# ---- tdm_demux_flat ----
File: config.mk
export PLATFORM = sky130hd
export DESIGN_NAME = tdm_demux_flat
export DESIGN_NICKNAME = d
export VERILOG_FILES = /design/src/rtl/tdm_demux_if.sv /design/src/rtl/tdm_demux.sv /design/src/flat_wrapper.sv
export SDC_FILE = /design/constraint.sdc
export NUM_CORES = 1
export LEC_CHECK = 0
export ABC_AREA = 1
export CAP_MARGIN = 20
export CORE_UTILIZATION = 38
export DETAILED_ROUTE_END_ITERATION = 10
export PLACE_DENSITY_LB_ADDON = 0.25
export SYNTH_ARGS = -nofsm -noshare
export SYNTH_HDL_FRONTEND = slang
export SYNTH_SLANG_ARGS = --single-unit
File: constraint.sdc
create_clock -name clk -period 3 [get_ports clk]
set_clock_uncertainty 0.15 [all_clocks]
set_input_delay 0.9 -clock clk [delete_from_list [all_inputs] [get_ports clk]]
set_output_delay 0.9 -clock clk [all_outputs]
set_load 0.05 [all_outputs]
File: src/rtl/tdm_demux_if.sv
// Bundles the TDM receive stream and the demultiplexed channel outputs.
// The master modport drives the stream; the slave modport is the demux itself.
interface tdm_demux_if #(
  parameter int WIDTH    = 8,
  parameter int CHANNELS = 4
);
  logic [WIDTH-1:0]          din;
  logic                      din_valid;
  logic                      frame_sync;
  logic [CHANNELS*WIDTH-1:0] dout;
  logic [CHANNELS-1:0]       dout_valid;
  logic                      frame_done;
  logic                      sync_err;
  logic                      locked;

  modport master (
    output din, din_valid, frame_sync,
    input  dout, dout_valid, frame_done, sync_err, locked
  );

  modport slave (
    input  din, din_valid, frame_sync,
    output dout, dout_valid, frame_done, sync_err, locked
  );
endinterface

File: src/rtl/tdm_demux.sv
// TDM receive demultiplexer with HUNT/LOCKED slot alignment and error recovery.
// Define TDM_DEMUX_FRAME_BUF_EN to stage slots and publish whole frames at once.
module tdm_demux #(
  parameter int WIDTH    = 8,
  parameter int CHANNELS = 4
) (
  input  logic        clk,
  input  logic        rst,
  tdm_demux_if.slave  bus
);
  localparam int SW = $clog2(CHANNELS);
  localparam logic [SW-1:0] LAST = SW'(CHANNELS - 1);
  localparam logic [SW-1:0] ONE  = SW'(1);

  typedef enum logic {HUNT = 1'b0, LOCKED = 1'b1} state_t;

  state_t              state_q, state_d;
  logic [SW-1:0]       slot_q, slot_d;
  logic [WIDTH-1:0]    dout_q [CHANNELS];
  logic [CHANNELS-1:0] dout_valid_q;
  logic                frame_done_q;
  logic                sync_err_q;
`ifdef TDM_DEMUX_FRAME_BUF_EN
  logic [WIDTH-1:0]    shadow_q [CHANNELS];
`endif

  logic          acc;
  logic [SW-1:0] acc_slot;
  logic          err;

  // Decide whether this beat is accepted, into which slot, and the alignment outcome.
  always_comb begin
    state_d  = state_q;
    slot_d   = slot_q;
    acc      = 1'b0;
    acc_slot = '0;
    err      = 1'b0;
    if (bus.din_valid) begin
      if (state_q == HUNT) begin
        if (bus.frame_sync) begin
          acc     = 1'b1;
          state_d = LOCKED;
          slot_d  = ONE;
        end
      end else if (bus.frame_sync) begin
        acc    = 1'b1;
        err    = (slot_q != '0);
        slot_d = ONE;
      end else if (slot_q == '0) begin
        err     = 1'b1;
        state_d = HUNT;
        slot_d  = '0;
      end else begin
        acc      = 1'b1;
        acc_slot = slot_q;
        slot_d   = (slot_q == LAST) ? '0 : slot_q + ONE;
      end
    end
  end

  always_ff @(posedge clk or posedge rst) begin
    if (rst) begin
      state_q      <= HUNT;
      slot_q       <= '0;
      dout_valid_q <= '0;
      frame_done_q <= 1'b0;
      sync_err_q   <= 1'b0;
      for (int k = 0; k < CHANNELS; k++) begin
        dout_q[k] <= '0;
`ifdef TDM_DEMUX_FRAME_BUF_EN
        shadow_q[k] <= '0;
`endif
      end
    end else begin
      state_q      <= state_d;
      slot_q       <= slot_d;
      sync_err_q   <= err;
      frame_done_q <= acc && (acc_slot == LAST);
      dout_valid_q <= '0;
`ifdef TDM_DEMUX_FRAME_BUF_EN
      // Aborted frames are simply overwritten in the shadow bank before reaching dout.
      if (acc) begin
        if (acc_slot == LAST) begin
          for (int k = 0; k < CHANNELS; k++) dout_q[k] <= shadow_q[k];
          dout_q[LAST] <= bus.din;
          dout_valid_q <= '1;
        end else begin
          shadow_q[acc_slot] <= bus.din;
        end
      end
`else
      if (acc) begin
        dout_q[acc_slot]       <= bus.din;
        dout_valid_q[acc_slot] <= 1'b1;
      end
`endif
    end
  end

  genvar gi;
  generate
    for (gi = 0; gi < CHANNELS; gi++) begin : g_pack
      assign bus.dout[gi*WIDTH +: WIDTH] = dout_q[gi];
    end
  endgenerate

  assign bus.dout_valid = dout_valid_q;
  assign bus.frame_done = frame_done_q;
  assign bus.sync_err   = sync_err_q;
  assign bus.locked     = (state_q == LOCKED);
endmodule

File: src/flat_wrapper.sv
// flat-port wrapper written by rule: the top's interface ports become plain ports
module tdm_demux_flat 
#(
  parameter int WIDTH    = 8,
  parameter int CHANNELS = 4
)
  (clk, rst, bus_din, bus_din_valid, bus_frame_sync, bus_dout, bus_dout_valid, bus_frame_done, bus_sync_err, bus_locked);
  tdm_demux_if #(.WIDTH(WIDTH), .CHANNELS(CHANNELS)) bus_i ();
  input  logic clk;
  input  logic rst;
  input wire logic [$bits(bus_i.din)-1:0] bus_din;
  input wire logic [$bits(bus_i.din_valid)-1:0] bus_din_valid;
  input wire logic [$bits(bus_i.frame_sync)-1:0] bus_frame_sync;
  output wire logic [$bits(bus_i.dout)-1:0] bus_dout;
  output wire logic [$bits(bus_i.dout_valid)-1:0] bus_dout_valid;
  output wire logic [$bits(bus_i.frame_done)-1:0] bus_frame_done;
  output wire logic [$bits(bus_i.sync_err)-1:0] bus_sync_err;
  output wire logic [$bits(bus_i.locked)-1:0] bus_locked;
  assign bus_i.din = bus_din;
  assign bus_i.din_valid = bus_din_valid;
  assign bus_i.frame_sync = bus_frame_sync;
  assign bus_dout = bus_i.dout;
  assign bus_dout_valid = bus_i.dout_valid;
  assign bus_frame_done = bus_i.frame_done;
  assign bus_sync_err = bus_i.sync_err;
  assign bus_locked = bus_i.locked;
  tdm_demux #(.WIDTH(WIDTH), .CHANNELS(CHANNELS)) u_core (.clk(clk), .rst(rst), .bus(bus_i));
endmodule
tdm_demux_flat/power_grid.png
(6 px per um) Pins as bars on the die edge.
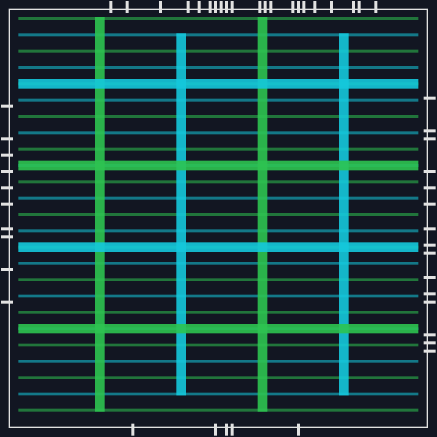
- green: VSS
- cyan: VDD
- signal pins: 51
- met5 straps: 4
- rows: 24
- met4 straps: 4
- met1 rails: 25

==> impl_metrics.yaml <==
# yosys + openroad results
clock_network:
  ctsResizeCount: 0
  cts_tree: "done"
global_routing:
  grt_max_degree: 41
  grt_pass1_vias: 1408
  grt_use_met2: 0.293
  grt_first_pass_wirelength_mm: 6.84
  grt.total_usage: 0.185
run_status:
  status: "finished clean"
final_timing:
  finalHoldViolations: 0
  tightest_slew_ps: 515
  clock.fmax_mhz: 380
  finalCriticalPeriod_ps: 2630
worst_setup_path:
  critPathBufInv: 1
  end_kind: "primary output"
  cpMaxStageDelayCell: "clkdlybuf4s50_1"
synthesis:
  synth-adder-area-share: 0.0217
  post_synth_mux_area_share: 0
  ys_ff: 40
  xor_area_frac: 0
  yosysWarnings: 0
layout:
  num-nonclk-inverters: 20
  logic_gate_count: 126
  logic_area_sq_um: 619
power:
  powerDensity_mw_per_mm2: 966
  static-leakage-power_nw: 1.20
die:
  pin_count: 51
routing:
  met2WireLength_mm: 1.87
hold_path:
  hp-class: "reg2reg"
-- worst reg2reg max path, stage by stage, from the launching register on --
cell,delay [ps]
dfrtp_1,430
inv_1,110
ha_1,240
nor2_1,300
nand3_1,340
o21bai_1,250
nand2_1,60
-- sequential cells by signal, summed over array words and instances (netlist names) --
register               count
u_core.bus.dout_valid      4
u_core.bus.locked          1
u_core.slot_q              2
u_core.bus.sync_err        1
u_core.bus.dout           32
-- layout by cell type (no fill, tap or decap), types with 4 or more instances in the layout --
master and count:
nand2_2 5, o21bai_1 8, clkdlybuf4s50_1 50, inv_1 18, dfrtp_1 40, clkbuf_8 7, nor2_1 4, nand2_1 63
nand3_1 33
-- worst paths after layout --
| path | start | end | slack (ps) | cells past startpoint |
|---|---|---|---|---|
| setup reg to reg | u_core.slot_q[0] | u_core.bus.dout[16] | 1010 | 6 |
| hold reg to reg | u_core.bus.dout[15] | u_core.bus.dout[15] | 320 | 2 |
| hold / removal | u_core.bus.dout[15] | u_core.bus.dout[15] | 320 | 2 |
| max in group asynchronous | rst | u_core.bus.dout[27] | 1480 | 3 |
| min in group asynchronous | rst | u_core.bus.dout[7] | 870 | 3 |
| setup / recovery | u_core.bus.locked | bus_locked | 370 | 1 |

# ---- settings_bus_arbiter_flat ----
settings_bus_arbiter_flat/power_grid.png
(2 px per um) Pins as bars on the die edge.
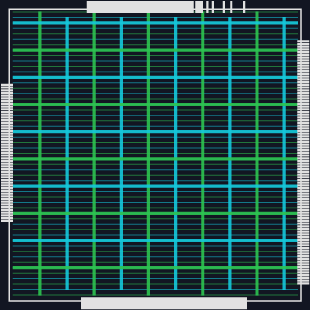
settings_bus_arbiter_flat/placement_by_type.png
(2 px per um) Fill, decap, tap and diode cells in grey.
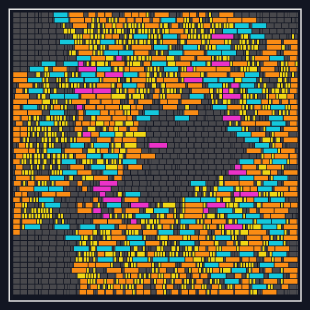
## src/rtl/settings_bus_arbiter_if.sv

```systemverilog
// Requester-side and settings-bus signals of settings_bus_arbiter, bundled with arbiter/requester modports.
// Master i occupies slice [i*W +: W] of the packed per-master address and write-data vectors.
interface settings_bus_arbiter_if #(
  parameter int C_DATAWIDTH   = 32,
  parameter int C_ADDRWIDTH   = 32,
  parameter int C_NUM_MASTERS = 2
);
  logic [C_NUM_MASTERS-1:0]             m_req;
  logic [C_NUM_MASTERS-1:0]             m_wr;
  logic [C_NUM_MASTERS*C_ADDRWIDTH-1:0] m_addr;
  logic [C_NUM_MASTERS*C_DATAWIDTH-1:0] m_wdata;
  logic [C_NUM_MASTERS-1:0]             m_ack;
  logic [C_DATAWIDTH-1:0]               m_rdata;
  logic                                 set_stb;
  logic [C_ADDRWIDTH-1:0]               set_addr;
  logic [C_DATAWIDTH-1:0]               set_data;
  logic                                 get_stb;
  logic [C_ADDRWIDTH-1:0]               get_addr;
  logic [C_DATAWIDTH-1:0]               get_data;

  modport slave (
    input  m_req, m_wr, m_addr, m_wdata, get_data,
    output m_ack, m_rdata, set_stb, set_addr, set_data, get_stb, get_addr
  );

  modport master (
    output m_req, m_wr, m_addr, m_wdata, get_data,
    input  m_ack, m_rdata, set_stb, set_addr, set_data, get_stb, get_addr
  );
endinterface

```

## src/rtl/settings_bus_arbiter.sv

```systemverilog
// Round-robin arbiter sharing one settings bus among C_NUM_MASTERS requesters; 3 cycles req->ack, no pipelining.
// Requesters hold m_req until m_ack; define SETTINGS_ARB_FIXED_PRIO_EN for fixed lowest-index priority.
module settings_bus_arbiter #(
  parameter int C_DATAWIDTH   = 32,
  parameter int C_ADDRWIDTH   = 32,
  parameter int C_NUM_MASTERS = 2
) (
  input  logic                  clk,
  input  logic                  rst,
  settings_bus_arbiter_if.slave bus
);
  localparam int GW = (C_NUM_MASTERS > 1) ? $clog2(C_NUM_MASTERS) : 1;

  typedef enum logic [1:0] {S_IDLE, S_ISSUE, S_RESP} state_t;

  state_t                   r_state, w_state_nxt;
  logic [GW-1:0]            r_grant, w_grant_nxt;
  logic                     r_wr, w_wr_nxt;
  logic                     r_set_stb, w_set_stb_nxt;
  logic                     r_get_stb, w_get_stb_nxt;
  logic [C_ADDRWIDTH-1:0]   r_set_addr, w_set_addr_nxt;
  logic [C_ADDRWIDTH-1:0]   r_get_addr, w_get_addr_nxt;
  logic [C_DATAWIDTH-1:0]   r_set_data, w_set_data_nxt;
  logic [C_DATAWIDTH-1:0]   r_rdata, w_rdata_nxt;
  logic [C_NUM_MASTERS-1:0] r_ack, w_ack_nxt;

  logic                     w_found;
  logic [GW-1:0]            w_pick;
  logic [GW-1:0]            w_cand;
  logic                     w_sel_wr;
  logic [C_ADDRWIDTH-1:0]   w_sel_addr;
  logic [C_DATAWIDTH-1:0]   w_sel_wdata;

`ifndef SETTINGS_ARB_FIXED_PRIO_EN
  logic [GW-1:0]            r_last_grant, w_last_grant_nxt;
`endif

  // Winner search: from last_grant+1 with wrap, or from index 0 under fixed priority.
  always_comb begin
    w_found = 1'b0;
    w_pick  = '0;
    w_cand  = '0;
`ifdef SETTINGS_ARB_FIXED_PRIO_EN
    for (int k = 0; k < C_NUM_MASTERS; k++) begin
      w_cand = GW'(k);
      if (!w_found && bus.m_req[w_cand]) begin
        w_found = 1'b1;
        w_pick  = w_cand;
      end
    end
`else
    for (int k = 1; k <= C_NUM_MASTERS; k++) begin
      w_cand = GW'((int'(r_last_grant) + k) % C_NUM_MASTERS);
      if (!w_found && bus.m_req[w_cand]) begin
        w_found = 1'b1;
        w_pick  = w_cand;
      end
    end
`endif
  end

  always_comb begin
    w_sel_wr    = 1'b0;
    w_sel_addr  = '0;
    w_sel_wdata = '0;
    for (int k = 0; k < C_NUM_MASTERS; k++) begin
      if (w_pick == GW'(k)) begin
        w_sel_wr    = bus.m_wr[k];
        w_sel_addr  = bus.m_addr[k*C_ADDRWIDTH +: C_ADDRWIDTH];
        w_sel_wdata = bus.m_wdata[k*C_DATAWIDTH +: C_DATAWIDTH];
      end
    end
  end

  // Strobes and ack are registered, so each is loaded on the edge entering the state that shows it.
  always_comb begin
    w_state_nxt    = r_state;
    w_grant_nxt    = r_grant;
    w_wr_nxt       = r_wr;
    w_set_stb_nxt  = 1'b0;
    w_get_stb_nxt  = 1'b0;
    w_set_addr_nxt = r_set_addr;
    w_set_data_nxt = r_set_data;
    w_get_addr_nxt = r_get_addr;
    w_rdata_nxt    = '0;
    w_ack_nxt      = '0;
`ifndef SETTINGS_ARB_FIXED_PRIO_EN
    w_last_grant_nxt = r_last_grant;
`endif
    case (r_state)
      S_IDLE: begin
        if (w_found) begin
          w_state_nxt = S_ISSUE;
          w_grant_nxt = w_pick;
          w_wr_nxt    = w_sel_wr;
          if (w_sel_wr) begin
            w_set_stb_nxt  = 1'b1;
            w_set_addr_nxt = w_sel_addr;
            w_set_data_nxt = w_sel_wdata;
          end else begin
            w_get_stb_nxt  = 1'b1;
            w_get_addr_nxt = w_sel_addr;
          end
        end
      end
      S_ISSUE: begin
        w_state_nxt        = S_RESP;
        w_ack_nxt[r_grant] = 1'b1;
        w_rdata_nxt        = r_wr ? '0 : bus.get_data;
      end
      S_RESP: begin
        w_state_nxt = S_IDLE;
`ifndef SETTINGS_ARB_FIXED_PRIO_EN
        w_last_grant_nxt = r_grant;
`endif
      end
      default: w_state_nxt = S_IDLE;
    endcase
  end

  always_ff @(posedge clk) begin
    if (rst) begin
      r_state    <= S_IDLE;
      r_grant    <= '0;
      r_wr       <= 1'b0;
      r_set_stb  <= 1'b0;
      r_get_stb  <= 1'b0;
      r_set_addr <= '0;
      r_set_data <= '0;
      r_get_addr <= '0;
      r_rdata    <= '0;
      r_ack      <= '0;
`ifndef SETTINGS_ARB_FIXED_PRIO_EN
      r_last_grant <= GW'(C_NUM_MASTERS - 1);
`endif
    end else begin
      r_state    <= w_state_nxt;
      r_grant    <= w_grant_nxt;
      r_wr       <= w_wr_nxt;
      r_set_stb  <= w_set_stb_nxt;
      r_get_stb  <= w_get_stb_nxt;
      r_set_addr <= w_set_addr_nxt;
      r_set_data <= w_set_data_nxt;
      r_get_addr <= w_get_addr_nxt;
      r_rdata    <= w_rdata_nxt;
      r_ack      <= w_ack_nxt;
`ifndef SETTINGS_ARB_FIXED_PRIO_EN
      r_last_grant <= w_last_grant_nxt;
`endif
    end
  end

  assign bus.m_ack    = r_ack;
  assign bus.m_rdata  = r_rdata;
  assign bus.set_stb  = r_set_stb;
  assign bus.set_addr = r_set_addr;
  assign bus.set_data = r_set_data;
  assign bus.get_stb  = r_get_stb;
  assign bus.get_addr = r_get_addr;
endmodule

```

## src/flat_wrapper.sv

```systemverilog
// flat-port wrapper written by rule: the top's interface ports become plain ports
module settings_bus_arbiter_flat 
#(
  parameter int C_DATAWIDTH   = 32,
  parameter int C_ADDRWIDTH   = 32,
  parameter int C_NUM_MASTERS = 2
)
  (clk, rst, bus_m_req, bus_m_wr, bus_m_addr, bus_m_wdata, bus_get_data, bus_m_ack, bus_m_rdata, bus_set_stb, bus_set_addr, bus_set_data, bus_get_stb, bus_get_addr);
  settings_bus_arbiter_if #(.C_DATAWIDTH(C_DATAWIDTH), .C_ADDRWIDTH(C_ADDRWIDTH), .C_NUM_MASTERS(C_NUM_MASTERS)) bus_i ();
  input  logic clk;
  input  logic rst;
  input wire logic [$bits(bus_i.m_req)-1:0] bus_m_req;
  input wire logic [$bits(bus_i.m_wr)-1:0] bus_m_wr;
  input wire logic [$bits(bus_i.m_addr)-1:0] bus_m_addr;
  input wire logic [$bits(bus_i.m_wdata)-1:0] bus_m_wdata;
  input wire logic [$bits(bus_i.get_data)-1:0] bus_get_data;
  output wire logic [$bits(bus_i.m_ack)-1:0] bus_m_ack;
  output wire logic [$bits(bus_i.m_rdata)-1:0] bus_m_rdata;
  output wire logic [$bits(bus_i.set_stb)-1:0] bus_set_stb;
  output wire logic [$bits(bus_i.set_addr)-1:0] bus_set_addr;
  output wire logic [$bits(bus_i.set_data)-1:0] bus_set_data;
  output wire logic [$bits(bus_i.get_stb)-1:0] bus_get_stb;
  output wire logic [$bits(bus_i.get_addr)-1:0] bus_get_addr;
  assign bus_i.m_req = bus_m_req;
  assign bus_i.m_wr = bus_m_wr;
  assign bus_i.m_addr = bus_m_addr;
  assign bus_i.m_wdata = bus_m_wdata;
  assign bus_i.get_data = bus_get_data;
  assign bus_m_ack = bus_i.m_ack;
  assign bus_m_rdata = bus_i.m_rdata;
  assign bus_set_stb = bus_i.set_stb;
  assign bus_set_addr = bus_i.set_addr;
  assign bus_set_data = bus_i.set_data;
  assign bus_get_stb = bus_i.get_stb;
  assign bus_get_addr = bus_i.get_addr;
  settings_bus_arbiter #(.C_DATAWIDTH(C_DATAWIDTH), .C_ADDRWIDTH(C_ADDRWIDTH), .C_NUM_MASTERS(C_NUM_MASTERS)) u_core (.clk(clk), .rst(rst), .bus(bus_i));
endmodule
```

## config.mk

```make
export PLATFORM = sky130hd
export DESIGN_NAME = settings_bus_arbiter_flat
export DESIGN_NICKNAME = d
export VERILOG_FILES = /design/src/rtl/settings_bus_arbiter_if.sv /design/src/rtl/settings_bus_arbiter.sv /design/src/flat_wrapper.sv
export SDC_FILE = /design/constraint.sdc
export NUM_CORES = 1
export LEC_CHECK = 0
export ABC_AREA = 1
export CORE_UTILIZATION = 30
export DETAILED_ROUTE_END_ITERATION = 10
export PLACE_DENSITY = 0.72
export SLEW_MARGIN = 10
export SYNTH_ARGS = -nofsm -noshare
export SYNTH_HDL_FRONTEND = slang
export SYNTH_SLANG_ARGS = --single-unit
```

## constraint.sdc

```tcl
create_clock -name clk -period 1.25 [get_ports clk]
set_input_delay 0.125 -clock clk [delete_from_list [all_inputs] [get_ports clk]]
set_output_delay 0.125 -clock clk [all_outputs]
set_load 0.1 [all_outputs]
```

==> impl_metrics.yaml <==
# yosys + openroad results
final_timing:
  finalWorstSetupSlack_ps: -225
  slew-limit-headroom: 0.698
  setup_viol: 131
  drv_slew: 0
global_routing:
  antenna_found_initial: 2
power:
  finalPower_mw: 18.0
run_status:
  status: "finished with violations"
  violations: "setup timing"
synthesis:
  area_leaders: "dfxtp_1 (45%), nand2_1 (18%), nor2_1 (14%)"
  post_synth_mux_area_share: 0
worst_setup_path:
  end_kind: "flop"
  crit_family: "simple AND/OR/NAND/NOR gates"
flow_run:
  cap_violations: 0
routing:
  drt_pre_antenna_iters: 4
die:
  fp-utilization: 0.305
## Picture notes: settings_bus_arbiter_flat/power_grid.png
- cyan: VDD
- green: VSS
- met4 straps: 10
- met5 straps: 10
- met1 rails: 53
- rows: 52

## Picture notes: settings_bus_arbiter_flat/placement_by_type.png
- yellow: combinational and other logic (cells 774)
- cyan: flops (cells 137)
- orange: other buffers and delay cells (cells 374)
- magenta: clock drivers and dummy loads (cells 32)

[metal layers]
| metal | routed length [um] | part of all wire | GRT usage |
|---|---|---|---|
| met4 | 1020 | 0.042 | 0.109 |
| met1 | 9600 | 0.40 | 0.244 |
| met3 | 1470 | 0.061 | 0.0528 |
| met2 | 12000 | 0.50 | 0.367 |
| met5 | 0 | 0 | 0 |
[repair_timing]
item,CTS,global route
pin swaps,27,31
endpoints found under the setup margin,98,108
gates resized,80,137
hold endpoints to repair,0,0
setup buffers,16,7
cloned,9,13
[cells by family (layout without fill, tap and decap cells)]
kind of cell / after synthesis / count (layout)
and+or+nand+nor: 632 / 633
buffers and inverters: 194 / 543
DFF: 137 / 137
AOI/OAI and AO/OA: 4 / 4
other: 0 / 2
[power by group through the flow]
stage,registers (mW),logic (mW),clock network (mW)
global route,5.29,8.00,5.33
floorplan,7.85,1.32,0
detailed placement,5.30,6.66,0
CTS,5.23,7.11,5.12
finish,5.25,7.67,5.04
global placement,5.29,6.60,0
[worst reg2reg max path, delay by kind of cell (launching register included)]
kind	cells	cell delay, ps
and+or+nand+nor	6	590
buffers and inverters	3	440
DFF	1	360

# ---- gate_exerciser ----
**src/rtl/gate_exerciser_pkg.sv**
```systemverilog
// Shared definitions for the gate exerciser.
//   RES_W      : width of the gate-stage result vector
//   G_*        : bit positions of each gate inside the result vector
//   state_t    : sequencer state encoding
package gate_exerciser_pkg;

  localparam int unsigned RES_W = 7;

  localparam int unsigned G_AND  = 0;
  localparam int unsigned G_OR   = 1;
  localparam int unsigned G_NOTA = 2;
  localparam int unsigned G_NAND = 3;
  localparam int unsigned G_NOR  = 4;
  localparam int unsigned G_XOR  = 5;
  localparam int unsigned G_XNOR = 6;

  typedef enum logic [2:0] {
    ST_IDLE,
    ST_APPLY,
    ST_SETTLE,
    ST_CHECK,
    ST_DONE
  } state_t;

endpackage

```
**src/rtl/gate_expected.sv**
```systemverilog
// Combinational golden gate model.
//   a, b : operands
//   y    : expected results, one bit per gate at the G_* positions
module gate_expected
  import gate_exerciser_pkg::*;
(
  input  logic             a,
  input  logic             b,
  output logic [RES_W-1:0] y
);

  always_comb begin
    y         = '0;
    y[G_AND]  = a & b;
    y[G_OR]   = a | b;
    y[G_NOTA] = ~a;
    y[G_NAND] = ~(a & b);
    y[G_NOR]  = ~(a | b);
    y[G_XOR]  = a ^ b;
    y[G_XNOR] = ~(a ^ b);
  end

endmodule

```
**src/rtl/gate_exerciser.sv**
```systemverilog
// Gate-stage exerciser: sweeps the four {A,B} vectors PASSES times, holds each
// vector for SETTLE_CYCLES before sampling Q, and records mismatches.
//   clk, rst   : clock, synchronous active-high reset
//   start      : run request (only honoured when idle)
//   A, B       : stimulus to the gate stage
//   Q          : gate-stage results (AND, OR, NOT A, NAND, NOR, XOR, XNOR)
//   busy, done : run in progress / one-cycle end-of-run pulse
//   pass       : last completed run had no mismatches
//   err_count  : mismatching checks (saturating)
//   fail_vec   : {A,B} of the first failing check
//   fail_mask  : Q ^ expected at the first failing check
module gate_exerciser
  import gate_exerciser_pkg::*;
#(
  parameter int unsigned SETTLE_CYCLES = 2,
  parameter int unsigned PASSES        = 1
)(
  input  logic             clk,
  input  logic             rst,
  input  logic             start,
  output logic             A,
  output logic             B,
  input  logic [RES_W-1:0] Q,
  output logic             busy,
  output logic             done,
  output logic             pass,
  output logic [7:0]       err_count,
  output logic [1:0]       fail_vec,
  output logic [RES_W-1:0] fail_mask
);

  localparam logic [3:0] SETTLE_LAST = 4'(SETTLE_CYCLES - 1);
  localparam logic [7:0] PASS_LAST   = 8'(PASSES - 1);

  state_t           state, state_next;
  logic [1:0]       idx;
  logic [1:0]       idx_succ;
  logic [7:0]       pass_cnt;
  logic [3:0]       settle_cnt;
  logic [RES_W-1:0] expected;
  logic [RES_W-1:0] diff;
  logic             mismatch;
  logic             last_check;

  // A/B come straight from the vector index, so they only move when idx does,
  // which is exactly on entry to APPLY.
  assign A = idx[1];
  assign B = idx[0];

  gate_expected u_expected (
    .a (A),
    .b (B),
    .y (expected)
  );

  assign diff       = Q ^ expected;
  assign mismatch   = |diff;
  assign idx_succ   = idx + 2'd1;
  assign last_check = (idx == 2'd3) && (pass_cnt == PASS_LAST);

  always_ff @(posedge clk) begin
    if (rst) state <= ST_IDLE;
    else     state <= state_next;
  end

  always_comb begin
    state_next = state;
    busy       = 1'b1;
    done       = 1'b0;
    case (state)
      ST_IDLE: begin
        busy = 1'b0;
        if (start) state_next = ST_APPLY;
      end
      ST_APPLY:  state_next = ST_SETTLE;
      ST_SETTLE: if (settle_cnt == SETTLE_LAST) state_next = ST_CHECK;
      ST_CHECK:  state_next = last_check ? ST_DONE : ST_APPLY;
      ST_DONE: begin
        done       = 1'b1;
        state_next = ST_IDLE;
      end
      default: begin
        busy       = 1'b0;
        state_next = ST_IDLE;
      end
    endcase
  end

  always_ff @(posedge clk) begin
    if (rst) begin
      idx        <= '0;
      pass_cnt   <= '0;
      settle_cnt <= '0;
      err_count  <= '0;
      fail_vec   <= '0;
      fail_mask  <= '0;
      pass       <= 1'b0;
    end else begin
      case (state)
        ST_IDLE: begin
          if (start) begin
            idx       <= '0;
            pass_cnt  <= '0;
            err_count <= '0;
            fail_vec  <= '0;
            fail_mask <= '0;
            pass      <= 1'b0;
          end
        end
        ST_APPLY:  settle_cnt <= '0;
        ST_SETTLE: settle_cnt <= settle_cnt + 4'd1;
        ST_CHECK: begin
          if (mismatch) begin
            if (err_count != 8'hFF) err_count <= err_count + 8'd1;
            // err_count never wraps, so zero means no earlier mismatch this run
            if (err_count == '0) begin
              fail_vec  <= {A, B};
              fail_mask <= diff;
            end
          end
          if (last_check) begin
            // Uses the post-check count so pass is valid alongside done.
            pass <= (err_count == '0) && !mismatch;
          end else begin
            idx <= idx_succ;
            if (idx == 2'd3) pass_cnt <= pass_cnt + 8'd1;
          end
        end
        default: ;
      endcase
    end
  end

endmodule

```
**config.mk**
```make
export PLATFORM = sky130hd
export DESIGN_NAME = gate_exerciser
export DESIGN_NICKNAME = d
export VERILOG_FILES = /design/src/rtl/gate_exerciser_pkg.sv /design/src/rtl/gate_expected.sv /design/src/rtl/gate_exerciser.sv
export SDC_FILE = /design/constraint.sdc
export NUM_CORES = 1
export LEC_CHECK = 0
export ABC_AREA = 0
export CORE_MARGIN = 8
export CORE_UTILIZATION = 53
export DETAILED_ROUTE_END_ITERATION = 12
export GPL_TIMING_DRIVEN = 0
export PLACE_DENSITY = 0.87
export SYNTH_ARGS = -nofsm -noshare
export SYNTH_HDL_FRONTEND = slang
export SYNTH_SLANG_ARGS = --single-unit
```
**constraint.sdc**
```tcl
create_clock -name clk -period 2.9 [get_ports clk]
set_input_delay 0.725 -clock clk [delete_from_list [all_inputs] [get_ports clk]]
set_output_delay 0.725 -clock clk [all_outputs]
set_load 0.01 [all_outputs]
```
==> impl_metrics.yaml <==
# yosys + openroad results
power:
  powerComb_mw: 0.143
  p_comb_frac: 0.146
  pwr.group.clock_mw: 0.343
synthesis:
  synth.top_cell.area_share: 0.348
  area_leaders: "dfxtp_1 (35%), a21oi_1 (6.5%), ha_1 (5.6%)"
worst_setup_path:
  crit_family: "buffers and inverters"
  r2r_cells: 8
  crit_fanout: 10
  crit_end: "busy"
  r2r_end: "fail_mask[2]"
  critPathKind: "reg2out"
final_timing:
  fin_tns_setup_ps: 0
  final.period_utilization: 0.931
  finalHoldViolations: 0
  slew-limit-headroom: 0.540
layout:
  n_antenna_cell: 0
  area_growth_syn_to_layout_pct: 21.9
flow_run:
  openroad.warnings: 31
hold_path:
  hp-class: "reg2reg"
die:
  die_h_um: 77.7
global_routing:
  use_met1: 0.188
  use_met3: 0.0507
place:
  dpl_cell_area_sq_mm: 0.00238
clock_network:
  clk_latency_ps: 290
  htree_levels: 2
routing:
  antenna_left: 0
run_status:
  status: "finished clean"
==> final cells by class <==
cell class                 count  area [sq um]
clock buffer                   7          76.3
buffer                        12          57.6
clock inverter                 1          5.00
timing repair buffer          30           300
fill                         289          1200
sequential                    35           701
inverter                      10          37.5
tap                           48          60.1
multi-input combinational    189          1220
==> layout by cell type (no fill, tap or decap), drive strengths merged, types with 4 or more instances in the layout <==
cell / n
clkdlybuf4s50: 30
o311ai: 4
nand3b: 4
inv: 10
mux2i: 4
xnor2: 5
o21ai: 13
nand3: 14
nand4: 7
nor3: 8
ha: 9
nor2: 27
and2: 6
and3: 4
a21oi: 27
clkbuf: 16
nand2: 9
dfxtp: 35
xor2: 4
nand2b: 8
==> worst min-delay path: stages (launching register included) <==
cell and delay, ps:
dfxtp_1 310, nand2b_1 60, a21oi_1 50
==> flip-flops by register name, summed over array words and instances, names as in the netlist <==
signal,count
err_count,8
fail_mask,7
fail_vec,2
idx,2
pass,1
pass_cnt,8
settle_cnt,4
state,3
==> kinds of logic after synthesis <==
group           Yosys count
buf+inv                  22
simple gates            105
flops                    35
compound gates           61
xor+xnor                  9
fa+ha+maj                 9
mux                       5
gate_exerciser/power_grid.png
(4 px per um) Pins as bars on the die edge.
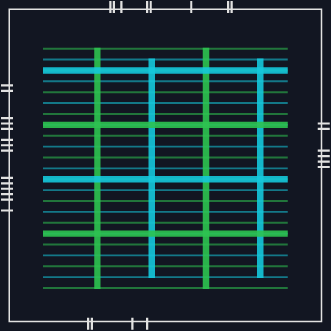
- green: VSS
- cyan: VDD
- signal pins: 32
- met5 straps: 4
- met1 rails: 23
- rows: 22
- met4 straps: 4

gate_exerciser/placement_by_type.png
(4 px per um) Fill, decap, tap and diode cells in grey.
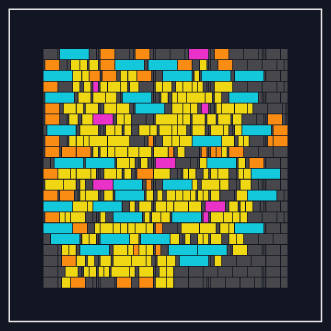
- orange: other buffers and delay cells (cells 42)
- cyan: flops (cells 35)
- magenta: clock drivers and dummy loads (cells 8)
- yellow: combinational and other logic (cells 199)


# ---- inet_checksum ----
inet_checksum/power_grid.png
(2 px per um) Pins as bars on the die edge.
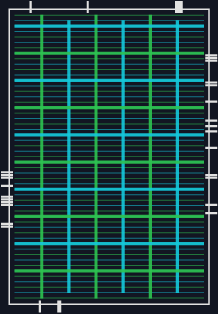
inet_checksum/placement_by_type.png
(2 px per um) Fill, decap, tap and diode cells in grey.
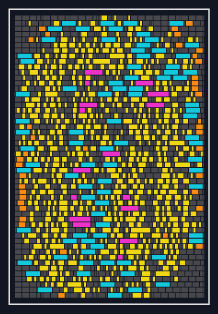
File: config.mk
export PLATFORM = sky130hd
export DESIGN_NAME = inet_checksum
export DESIGN_NICKNAME = d
export VERILOG_FILES = /design/src/rtl/inet_checksum_pkg.sv /design/src/rtl/inet_checksum_fold.sv /design/src/rtl/inet_checksum.sv
export SDC_FILE = /design/constraint.sdc
export NUM_CORES = 1
export LEC_CHECK = 0
export ABC_AREA = 0
export CAP_MARGIN = 20
export CELL_PAD_IN_SITES_DETAIL_PLACEMENT = 1
export CELL_PAD_IN_SITES_GLOBAL_PLACEMENT = 1
export CORE_ASPECT_RATIO = 1.5
export CORE_MARGIN = 2
export CORE_UTILIZATION = 46
export CTS_CLUSTER_SIZE = 16
export DETAILED_ROUTE_END_ITERATION = 8
export PLACE_DENSITY = 0.79
export SLEW_MARGIN = 15
export SYNTH_ARGS = -nofsm -noshare
export SYNTH_HDL_FRONTEND = slang
export SYNTH_HIERARCHICAL = 1
export SYNTH_SLANG_ARGS = --single-unit
export TNS_END_PERCENT = 50
File: constraint.sdc
create_clock -name clk -period 6.1 [get_ports clk]
set_clock_uncertainty 0.1 [all_clocks]
set_input_delay 1.22 -clock clk [delete_from_list [all_inputs] [get_ports clk]]
set_output_delay 1.22 -clock clk [all_outputs]
set_load 0.02 [all_outputs]
File: src/rtl/inet_checksum_pkg.sv
// Shared constants and types for the streaming one's-complement checksum engine.
package inet_checksum_pkg;

    localparam int unsigned BYTE_LEN           = 8;
    localparam int unsigned CKSUM_W            = 16;
    localparam int unsigned ACC_W_DEF          = 32;
    localparam int unsigned BYTES_PER_BEAT_DEF = 1;
    localparam int unsigned NBYTES_W_DEF       = $clog2(BYTES_PER_BEAT_DEF) + 1;

    // Width of the valid-byte count for a given beat size (counts 1..bpb).
    function automatic int unsigned nbytes_w(input int unsigned bpb);
        return $clog2(bpb) + 1;
    endfunction

    typedef enum logic [0:0] {
        ST_IDLE  = 1'b0,
        ST_ACCUM = 1'b1
    } state_t;

endpackage

File: src/rtl/inet_checksum_fold.sv
// cksum_fold: combinational end-around fold of a wide binary sum down to 16 bits.
//   i_acc   : ACC_W-bit plain binary accumulation of 16-bit words
//   o_sum_c : 16-bit one's-complement sum (not complemented)
module cksum_fold
    import inet_checksum_pkg::*;
#(
    parameter int unsigned ACC_W = ACC_W_DEF
) (
    input  logic [ACC_W-1:0]   i_acc,
    output logic [CKSUM_W-1:0] o_sum_c
);

    localparam int unsigned HI_W = ACC_W - CKSUM_W;
    localparam int unsigned S1_W = ((HI_W > CKSUM_W) ? HI_W : CKSUM_W) + 1;
    localparam int unsigned S2_W = CKSUM_W + 1;

    logic [S1_W-1:0] w_s1;
    logic [S2_W-1:0] w_s2;

    // Low half plus high part, then two end-around carry folds.
    assign w_s1    = S1_W'(i_acc[CKSUM_W-1:0]) + S1_W'(i_acc[ACC_W-1:CKSUM_W]);
    assign w_s2    = S2_W'(w_s1[CKSUM_W-1:0]) + S2_W'(w_s1[S1_W-1:CKSUM_W]);
    assign o_sum_c = w_s2[CKSUM_W-1:0] + CKSUM_W'(w_s2[CKSUM_W]);

endmodule

File: src/rtl/inet_checksum.sv
// inet_checksum: streaming RFC 1071 checksum over MSB-first byte beats.
//   clk, rst (sync, active-high)
//   in_valid/in_first/in_last : beat qualifier and frame delimiters
//   in_data   : BYTES_PER_BEAT bytes, top byte is earliest on the wire
//   in_nbytes : valid bytes on the last beat (1..BYTES_PER_BEAT)
//   busy      : frame in progress
//   out_valid : one-cycle result strobe, two cycles after the last beat
//   out_sum   : complemented one's-complement sum, held between strobes
//   out_ok    : out_sum == 0 when INET_CKSUM_VERIFY_EN is defined, else 0
module inet_checksum #(
    parameter int unsigned BYTE_LEN       = inet_checksum_pkg::BYTE_LEN,
    parameter int unsigned BYTES_PER_BEAT = inet_checksum_pkg::BYTES_PER_BEAT_DEF,
    parameter int unsigned ACC_W          = inet_checksum_pkg::ACC_W_DEF
) (
    input  logic                                                  clk,
    input  logic                                                  rst,
    input  logic                                                  in_valid,
    input  logic                                                  in_first,
    input  logic                                                  in_last,
    input  logic [BYTES_PER_BEAT*BYTE_LEN-1:0]                    in_data,
    input  logic [inet_checksum_pkg::nbytes_w(BYTES_PER_BEAT)-1:0] in_nbytes,
    output logic                                                  busy,
    output logic                                                  out_valid,
    output logic [inet_checksum_pkg::CKSUM_W-1:0]                 out_sum,
    output logic                                                  out_ok
);

    import inet_checksum_pkg::*;

    localparam int unsigned NB_W = nbytes_w(BYTES_PER_BEAT);

    state_t             r_state, w_state_nxt;
    logic [ACC_W-1:0]   r_acc, w_acc_nxt, w_beat_sum, w_acc_beat, r_fold_acc;
    logic               r_par, w_par_nxt, w_par_start, w_par_beat, w_snap;
    logic [NB_W-1:0]    w_nbytes;
    logic               r_fold_vld, r_valid;
    logic [CKSUM_W-1:0] w_folded, r_sum;

    // Contribution of the current beat; even frame offsets land in the high half.
    always_comb begin
        w_nbytes    = in_last ? in_nbytes : NB_W'(BYTES_PER_BEAT);
        w_par_start = in_first ? 1'b0 : r_par;
        w_beat_sum  = '0;
        for (int k = 0; k < BYTES_PER_BEAT; k++) begin
            if (NB_W'(k) < w_nbytes) begin
                if ((w_par_start ^ k[0]) == 1'b0)
                    w_beat_sum = w_beat_sum
                        + (ACC_W'(in_data[(BYTES_PER_BEAT-1-k)*BYTE_LEN +: BYTE_LEN]) << BYTE_LEN);
                else
                    w_beat_sum = w_beat_sum
                        + ACC_W'(in_data[(BYTES_PER_BEAT-1-k)*BYTE_LEN +: BYTE_LEN]);
            end
        end
        w_par_beat = w_par_start ^ w_nbytes[0];
        w_acc_beat = (in_first ? '0 : r_acc) + w_beat_sum;
    end

    // Frame FSM: in_first always restarts, in_last hands the snapshot to the fold stage.
    always_comb begin
        w_state_nxt = r_state;
        w_acc_nxt   = r_acc;
        w_par_nxt   = r_par;
        w_snap      = 1'b0;
        case (r_state)
            ST_IDLE: begin
                if (in_valid && in_first) begin
                    if (in_last) begin
                        w_snap = 1'b1;
                    end else begin
                        w_state_nxt = ST_ACCUM;
                        w_acc_nxt   = w_acc_beat;
                        w_par_nxt   = w_par_beat;
                    end
                end
            end
            ST_ACCUM: begin
                if (in_valid) begin
                    if (in_last) begin
                        w_snap      = 1'b1;
                        w_state_nxt = ST_IDLE;
                        w_acc_nxt   = '0;
                        w_par_nxt   = 1'b0;
                    end else begin
                        w_acc_nxt = w_acc_beat;
                        w_par_nxt = w_par_beat;
                    end
                end
            end
            default: w_state_nxt = ST_IDLE;
        endcase
    end

    // State register.
    always_ff @(posedge clk) begin
        if (rst) begin
            r_state <= ST_IDLE;
            r_acc   <= '0;
            r_par   <= 1'b0;
        end else begin
            r_state <= w_state_nxt;
            r_acc   <= w_acc_nxt;
            r_par   <= w_par_nxt;
        end
    end

    cksum_fold #(.ACC_W(ACC_W)) u_fold (
        .i_acc   (r_fold_acc),
        .o_sum_c (w_folded)
    );

    // Fold stage runs independently so a new frame can start while a result is pending.
    always_ff @(posedge clk) begin
        if (rst) begin
            r_fold_vld <= 1'b0;
            r_fold_acc <= '0;
            r_valid    <= 1'b0;
            r_sum      <= '0;
        end else begin
            r_fold_vld <= w_snap;
            if (w_snap)
                r_fold_acc <= w_acc_beat;
            r_valid <= r_fold_vld;
            if (r_fold_vld)
                r_sum <= ~w_folded;
        end
    end

`ifdef INET_CKSUM_VERIFY_EN
    logic r_ok;

    // Received header with its checksum field included sums to zero when intact.
    always_ff @(posedge clk) begin
        if (rst)
            r_ok <= 1'b0;
        else if (r_fold_vld)
            r_ok <= ((~w_folded) == '0);
    end

    assign out_ok = r_ok;
`else
    assign out_ok = 1'b0;
`endif

    assign busy      = (r_state == ST_ACCUM);
    assign out_valid = r_valid;
    assign out_sum   = r_sum;

endmodule
==> impl_metrics.yaml <==
# yosys + openroad results
run_status:
  status: "finished clean"
synthesis:
  syn_inst: 790
  postSynth.asyncResetShare: 0
  synth_nets: 842
  yosysUniqueCellTypes: 88
  synth_area_per_cell_sq_um: 7.91
die:
  core_sq_mm: 0.0134
routing:
  drt_pre_antenna_iters: 4
  antenna_left: 0
  drc: 0
  wl_per_cell_um: 21.2
worst_setup_path:
  end_kind: "flop"
  r2r_slack_ps: 400
  cp.required_ps: 6270
  critPathBufInv: 0
hold_path:
  hp-class: "reg2reg"
  hold_end: "r_acc[14]"
clock_network:
  clkTransAtPathRegs_ps: 70
  clock-root-buffer: "clkbuf_16"
  cts_hold_buffers: 0
final_timing:
  drv_slew: 0
  finalWorstSetupSlack_ps: 397
place:
  place_ws_ps: 140
global_routing:
  grt-busiest-layer: "met2"
  globalRoute.totalOverflow: 0
layout:
  final_nets: 857
power:
  clockPowerShare: 0.443
About inet_checksum/power_grid.png:
- cyan: VDD
- green: VSS
- met1 rails: 53
- met5 straps: 10
- rows: 52
- signal pins: 33

About inet_checksum/placement_by_type.png:
- magenta: clock drivers and dummy loads (cells 16)
- orange: other buffers and delay cells (cells 39)
- cyan: flops (cells 84)
- yellow: combinational and other logic (cells 671)

[final cells by class]
type	count	area, sq um
Tap cell	162	203
Multi-Input combinational cell	655	4380
Clock buffer	9	225
Fill cell	1660	6380
Sequential cell	84	1680
Clock inverter	7	104
Timing Repair Buffer	39	365
Inverter	16	60.1
[per-stage QoR]
stage	setup TNS, ps	cell area [sq um]	total power, mW	hold WS, ps
floorplan	0	6250	0.726	317
global placement	0	6670	0.787	327
detailed placement	0	6670	0.797	348
CTS	0	7000	1.42	362
global route	-0.155	7020	1.46	392
finish	0	7020	1.41	355
[synth_stat cells, types with 14 or more instances]
library cell | n | share of area
nand4_1 | 17 | 0.017
a211oi_1 | 28 | 0.034
clkbuf_1 | 29 | 0.017
and2_1 | 25 | 0.025
a21oi_1 | 50 | 0.040
nor2b_1 | 31 | 0.031
nor2_1 | 78 | 0.047
a22oi_1 | 15 | 0.018
ha_1 | 36 | 0.072
inv_1 | 15 | 0.0090
nand2_1 | 83 | 0.050
xnor2_1 | 29 | 0.041
xor2_1 | 19 | 0.027
nand3_1 | 19 | 0.015
nor3_1 | 14 | 0.011
dfxtp_1 | 84 | 0.27
o21ai_0 | 39 | 0.031

# ---- regfile_scoreboard ----
File: src/rtl/regfile_scoreboard.sv
// regfile_scoreboard
//   Parametrised register file with NUM_RD combinational read ports and a per-register busy
//   scoreboard. Issue logic reserves a destination register (rsv_en/rsv_sel); write-back writes
//   the register and clears its reservation. flush drops every reservation.
//
//   Ports
//     clock, reset_n            rising-edge clock, synchronous active-low reset
//     wEn, write_sel, write_data  write-back port
//     read_sel, read_data       packed read ports, port k at [k*ADDR_W +: ADDR_W] / [k*DATA_W +: DATA_W]
//     read_busy                 per-port pending-write flag
//     rsv_en, rsv_sel           reservation port
//     flush                     clear all reservations
//     busy_cnt                  registered count of reserved registers (0..DEPTH)
module regfile_scoreboard #(
    parameter int unsigned DATA_W   = 32,
    parameter int unsigned ADDR_W   = 5,
    parameter int unsigned NUM_RD   = 2,
    parameter bit          BYPASS   = 1'b1,
    parameter bit          ZERO_REG = 1'b1
) (
    input  logic                     clock,
    input  logic                     reset_n,
    input  logic                     wEn,
    input  logic [ADDR_W-1:0]        write_sel,
    input  logic [DATA_W-1:0]        write_data,
    input  logic [NUM_RD*ADDR_W-1:0] read_sel,
    output logic [NUM_RD*DATA_W-1:0] read_data,
    output logic [NUM_RD-1:0]        read_busy,
    input  logic                     rsv_en,
    input  logic [ADDR_W-1:0]        rsv_sel,
    input  logic                     flush,
    output logic [ADDR_W:0]          busy_cnt
);

    localparam int unsigned DEPTH = 2 ** ADDR_W;

    logic [DATA_W-1:0] regs_q [DEPTH];
    logic [DATA_W-1:0] regs_d [DEPTH];
    logic [DEPTH-1:0]  busy_q, busy_d;
    logic [ADDR_W:0]   busy_cnt_q, busy_cnt_d;
    logic              wr_valid, rsv_valid;

    assign wr_valid  = wEn    && !(ZERO_REG && (write_sel == '0));
    assign rsv_valid = rsv_en && !(ZERO_REG && (rsv_sel == '0));

    // Next-state: flush beats a reservation, a reservation beats the write-back clear.
    always_comb begin
        regs_d = regs_q;
        busy_d = busy_q;
        if (wr_valid) begin
            regs_d[write_sel] = write_data;
            busy_d[write_sel] = 1'b0;
        end
        if (rsv_valid) begin
            busy_d[rsv_sel] = 1'b1;
        end
        if (flush) begin
            busy_d = '0;
        end
    end

    // Count is taken from the next-state vector so the registered value matches busy_q.
    always_comb begin
        busy_cnt_d = '0;
        for (int unsigned i = 0; i < DEPTH; i++) begin
            busy_cnt_d = busy_cnt_d + {{ADDR_W{1'b0}}, busy_d[i]};
        end
    end

    always_ff @(posedge clock) begin
        if (!reset_n) begin
            regs_q     <= '{default: '0};
            busy_q     <= '0;
            busy_cnt_q <= '0;
        end else begin
            regs_q     <= regs_d;
            busy_q     <= busy_d;
            busy_cnt_q <= busy_cnt_d;
        end
    end

    assign busy_cnt = busy_cnt_q;

    // Read ports: a forwarded value is by definition no longer pending.
    always_comb begin
        logic [ADDR_W-1:0] sel;
        logic              fwd;
        read_data = '0;
        read_busy = '0;
        sel       = '0;
        fwd       = 1'b0;
        for (int unsigned k = 0; k < NUM_RD; k++) begin
            sel = read_sel[k*ADDR_W +: ADDR_W];
            fwd = BYPASS && wr_valid && (write_sel == sel);
            if (ZERO_REG && (sel == '0)) begin
                read_data[k*DATA_W +: DATA_W] = '0;
                read_busy[k]                  = 1'b0;
            end else if (fwd) begin
                read_data[k*DATA_W +: DATA_W] = write_data;
                read_busy[k]                  = 1'b0;
            end else begin
                read_data[k*DATA_W +: DATA_W] = regs_q[sel];
                read_busy[k]                  = busy_q[sel];
            end
        end
    end

endmodule
File: config.mk
export PLATFORM = sky130hd
export DESIGN_NAME = regfile_scoreboard
export DESIGN_NICKNAME = d
export VERILOG_FILES = /design/src/rtl/regfile_scoreboard.sv
export SDC_FILE = /design/constraint.sdc
export NUM_CORES = 2
export LEC_CHECK = 0
export CAP_MARGIN = 10
export CORE_MARGIN = 2
export CORE_UTILIZATION = 40
export DETAILED_ROUTE_END_ITERATION = 8
export PLACE_DENSITY = 0.52
export SYNTH_ARGS = -nofsm -noshare
export SYNTH_HDL_FRONTEND = slang
export SYNTH_SLANG_ARGS = --single-unit
File: constraint.sdc
create_clock -name clock -period 7.7 [get_ports clock]
set_input_delay 1.54 -clock clock [delete_from_list [all_inputs] [get_ports clock]]
set_output_delay 1.54 -clock clock [all_outputs]
set_load 0.02 [all_outputs]
regfile_scoreboard/clk_routes.png
(1.5 px per um)
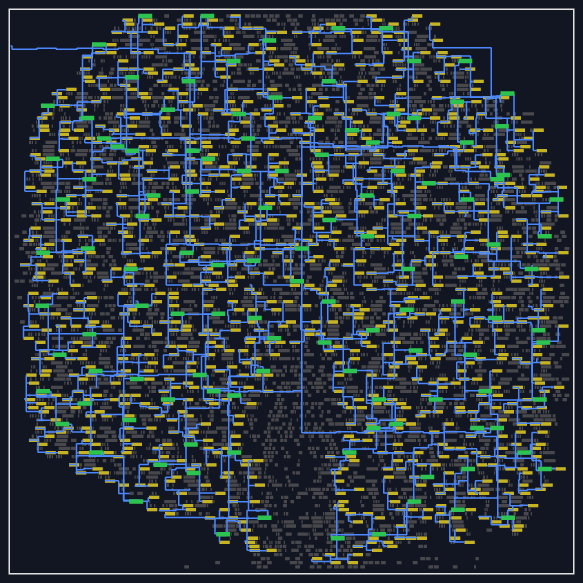
- yellow: flip-flops (count 1,062)
- green: clock drivers (count 121)
- blue: clock wires (length 15,100 um)
- routed clock nets: 122
- flops lie: all over the die

==> impl_metrics.yaml <==
# yosys + openroad results
layout:
  clk_share: 0.0670
  largest_reg_flops: 1024
  n_antenna_cell: 5
  nFlopsAndLatches: 1062
  drive_gt1_frac: 0.166
  final_nets: 6136
  logic_area_sq_mm: 0.0312
  area_growth_syn_to_layout_pct: 13.0
synthesis:
  logic_family: "multiplexers"
  yosysWarnings: 0
  ys_cells: 6253
  area_leaders: "dfxtp_1 (39%), mux4_2 (19%), nand2_1 (14%)"
  flop_cell: "dfxtp_1"
  syn_inst: 6253
  top_area_cell: "dfxtp_1"
  synth-adder-area-share: 0.0103
global_routing:
  grt_use_met2: 0.517
  grt-busiest-layer: "met2"
  grt_pass1_vias: 46410
routing:
  routed_wl_mm: 238
  route.vias.total: 49193
final_timing:
  finalCriticalPeriod_ps: 6730
  final.period_utilization: 0.874
  finalWorstSetupSlack_ps: 972
power:
  seq_power_share: 0.432
  vdd_drop_max_mv: 0.161
clock_network:
  clk_latency_ps: 770
  clock-root-buffer: "clkbuf_16"
die:
  dieArea_sq_mm: 0.141
  pin_count: 129
  fp-utilization: 0.402
  fp.dieW_um: 375
  n_tap_cell: 1794
place:
  io_buffers: 128
  dpl_cell_area_sq_mm: 0.0581
run_status:
  status: "finished clean"
worst_setup_path:
  critPathKind: "in2reg"
[critical path, stage by stage]
cell,delay [ps]
clkdlybuf4s50_1,470
buf_4,230
nor2b_1,320
nand3_2,130
a22oi_1,250
nor2_1,90
fa_1,520
inv_1,60
fa_1,540
fa_1,440
fa_1,540
fa_1,430
fa_1,500
inv_1,40
ha_1,200
fa_1,450
a21o_1,190
a21oi_1,170
xor2_1,170
nor2_1,50
[layout by cell type (no fill, tap or decap), drive strengths merged, types with 32 or more instances in the layout]
cell and instances:
nand2 2107, dfxtp 1062, a21oi 1009, mux4 464
buf 231, mux2i 197, clkbuf 175, a211oi 123
clkdlybuf4s50 118, nor2 77, nor2b 69, a22oi 61
and2 46, o22ai 34, o221ai 33, clkinv 33
a32o 32
[power by group through the flow]
stage	sequential [mW]	combinational, mW	clock [mW]
finish	5.56	1.20	6.11
global route	5.56	1.24	6.38
CTS	5.56	1.18	6.17
detailed placement	5.68	1.18	0
global placement	5.68	1.18	0
floorplan	5.68	0.694	0


## Gallery

Placed standard cells.
Plate I
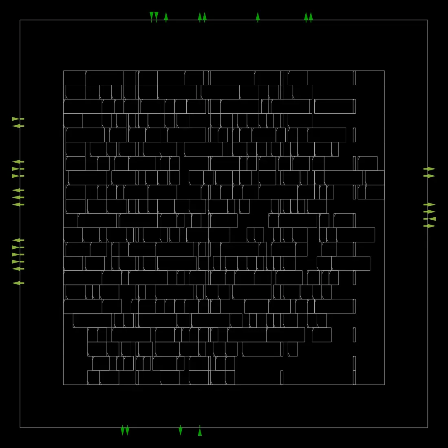
Plate II
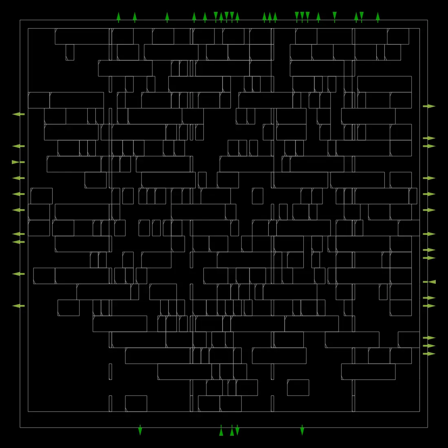
Plate III
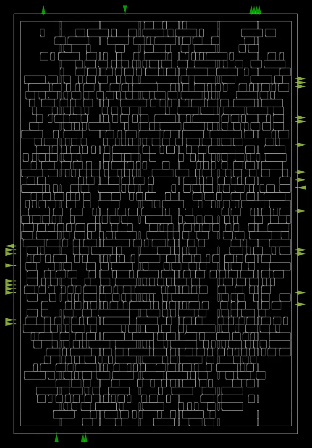
Plate IV
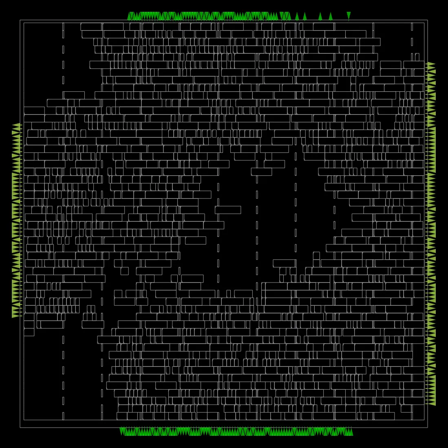
Plate V
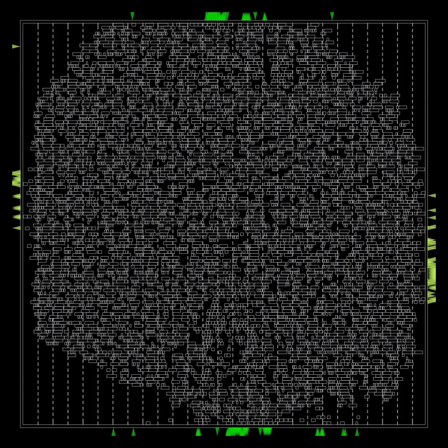
Plate V -> regfile_scoreboard
Plate I -> gate_exerciser
Plate III -> inet_checksum
Plate II -> tdm_demux_flat
Plate IV -> settings_bus_arbiter_flat
- most sequential cells: Plate V
- lowest utilization: Plate V

Power figures rest on the tool's default switching activity, not on a simulated workload.
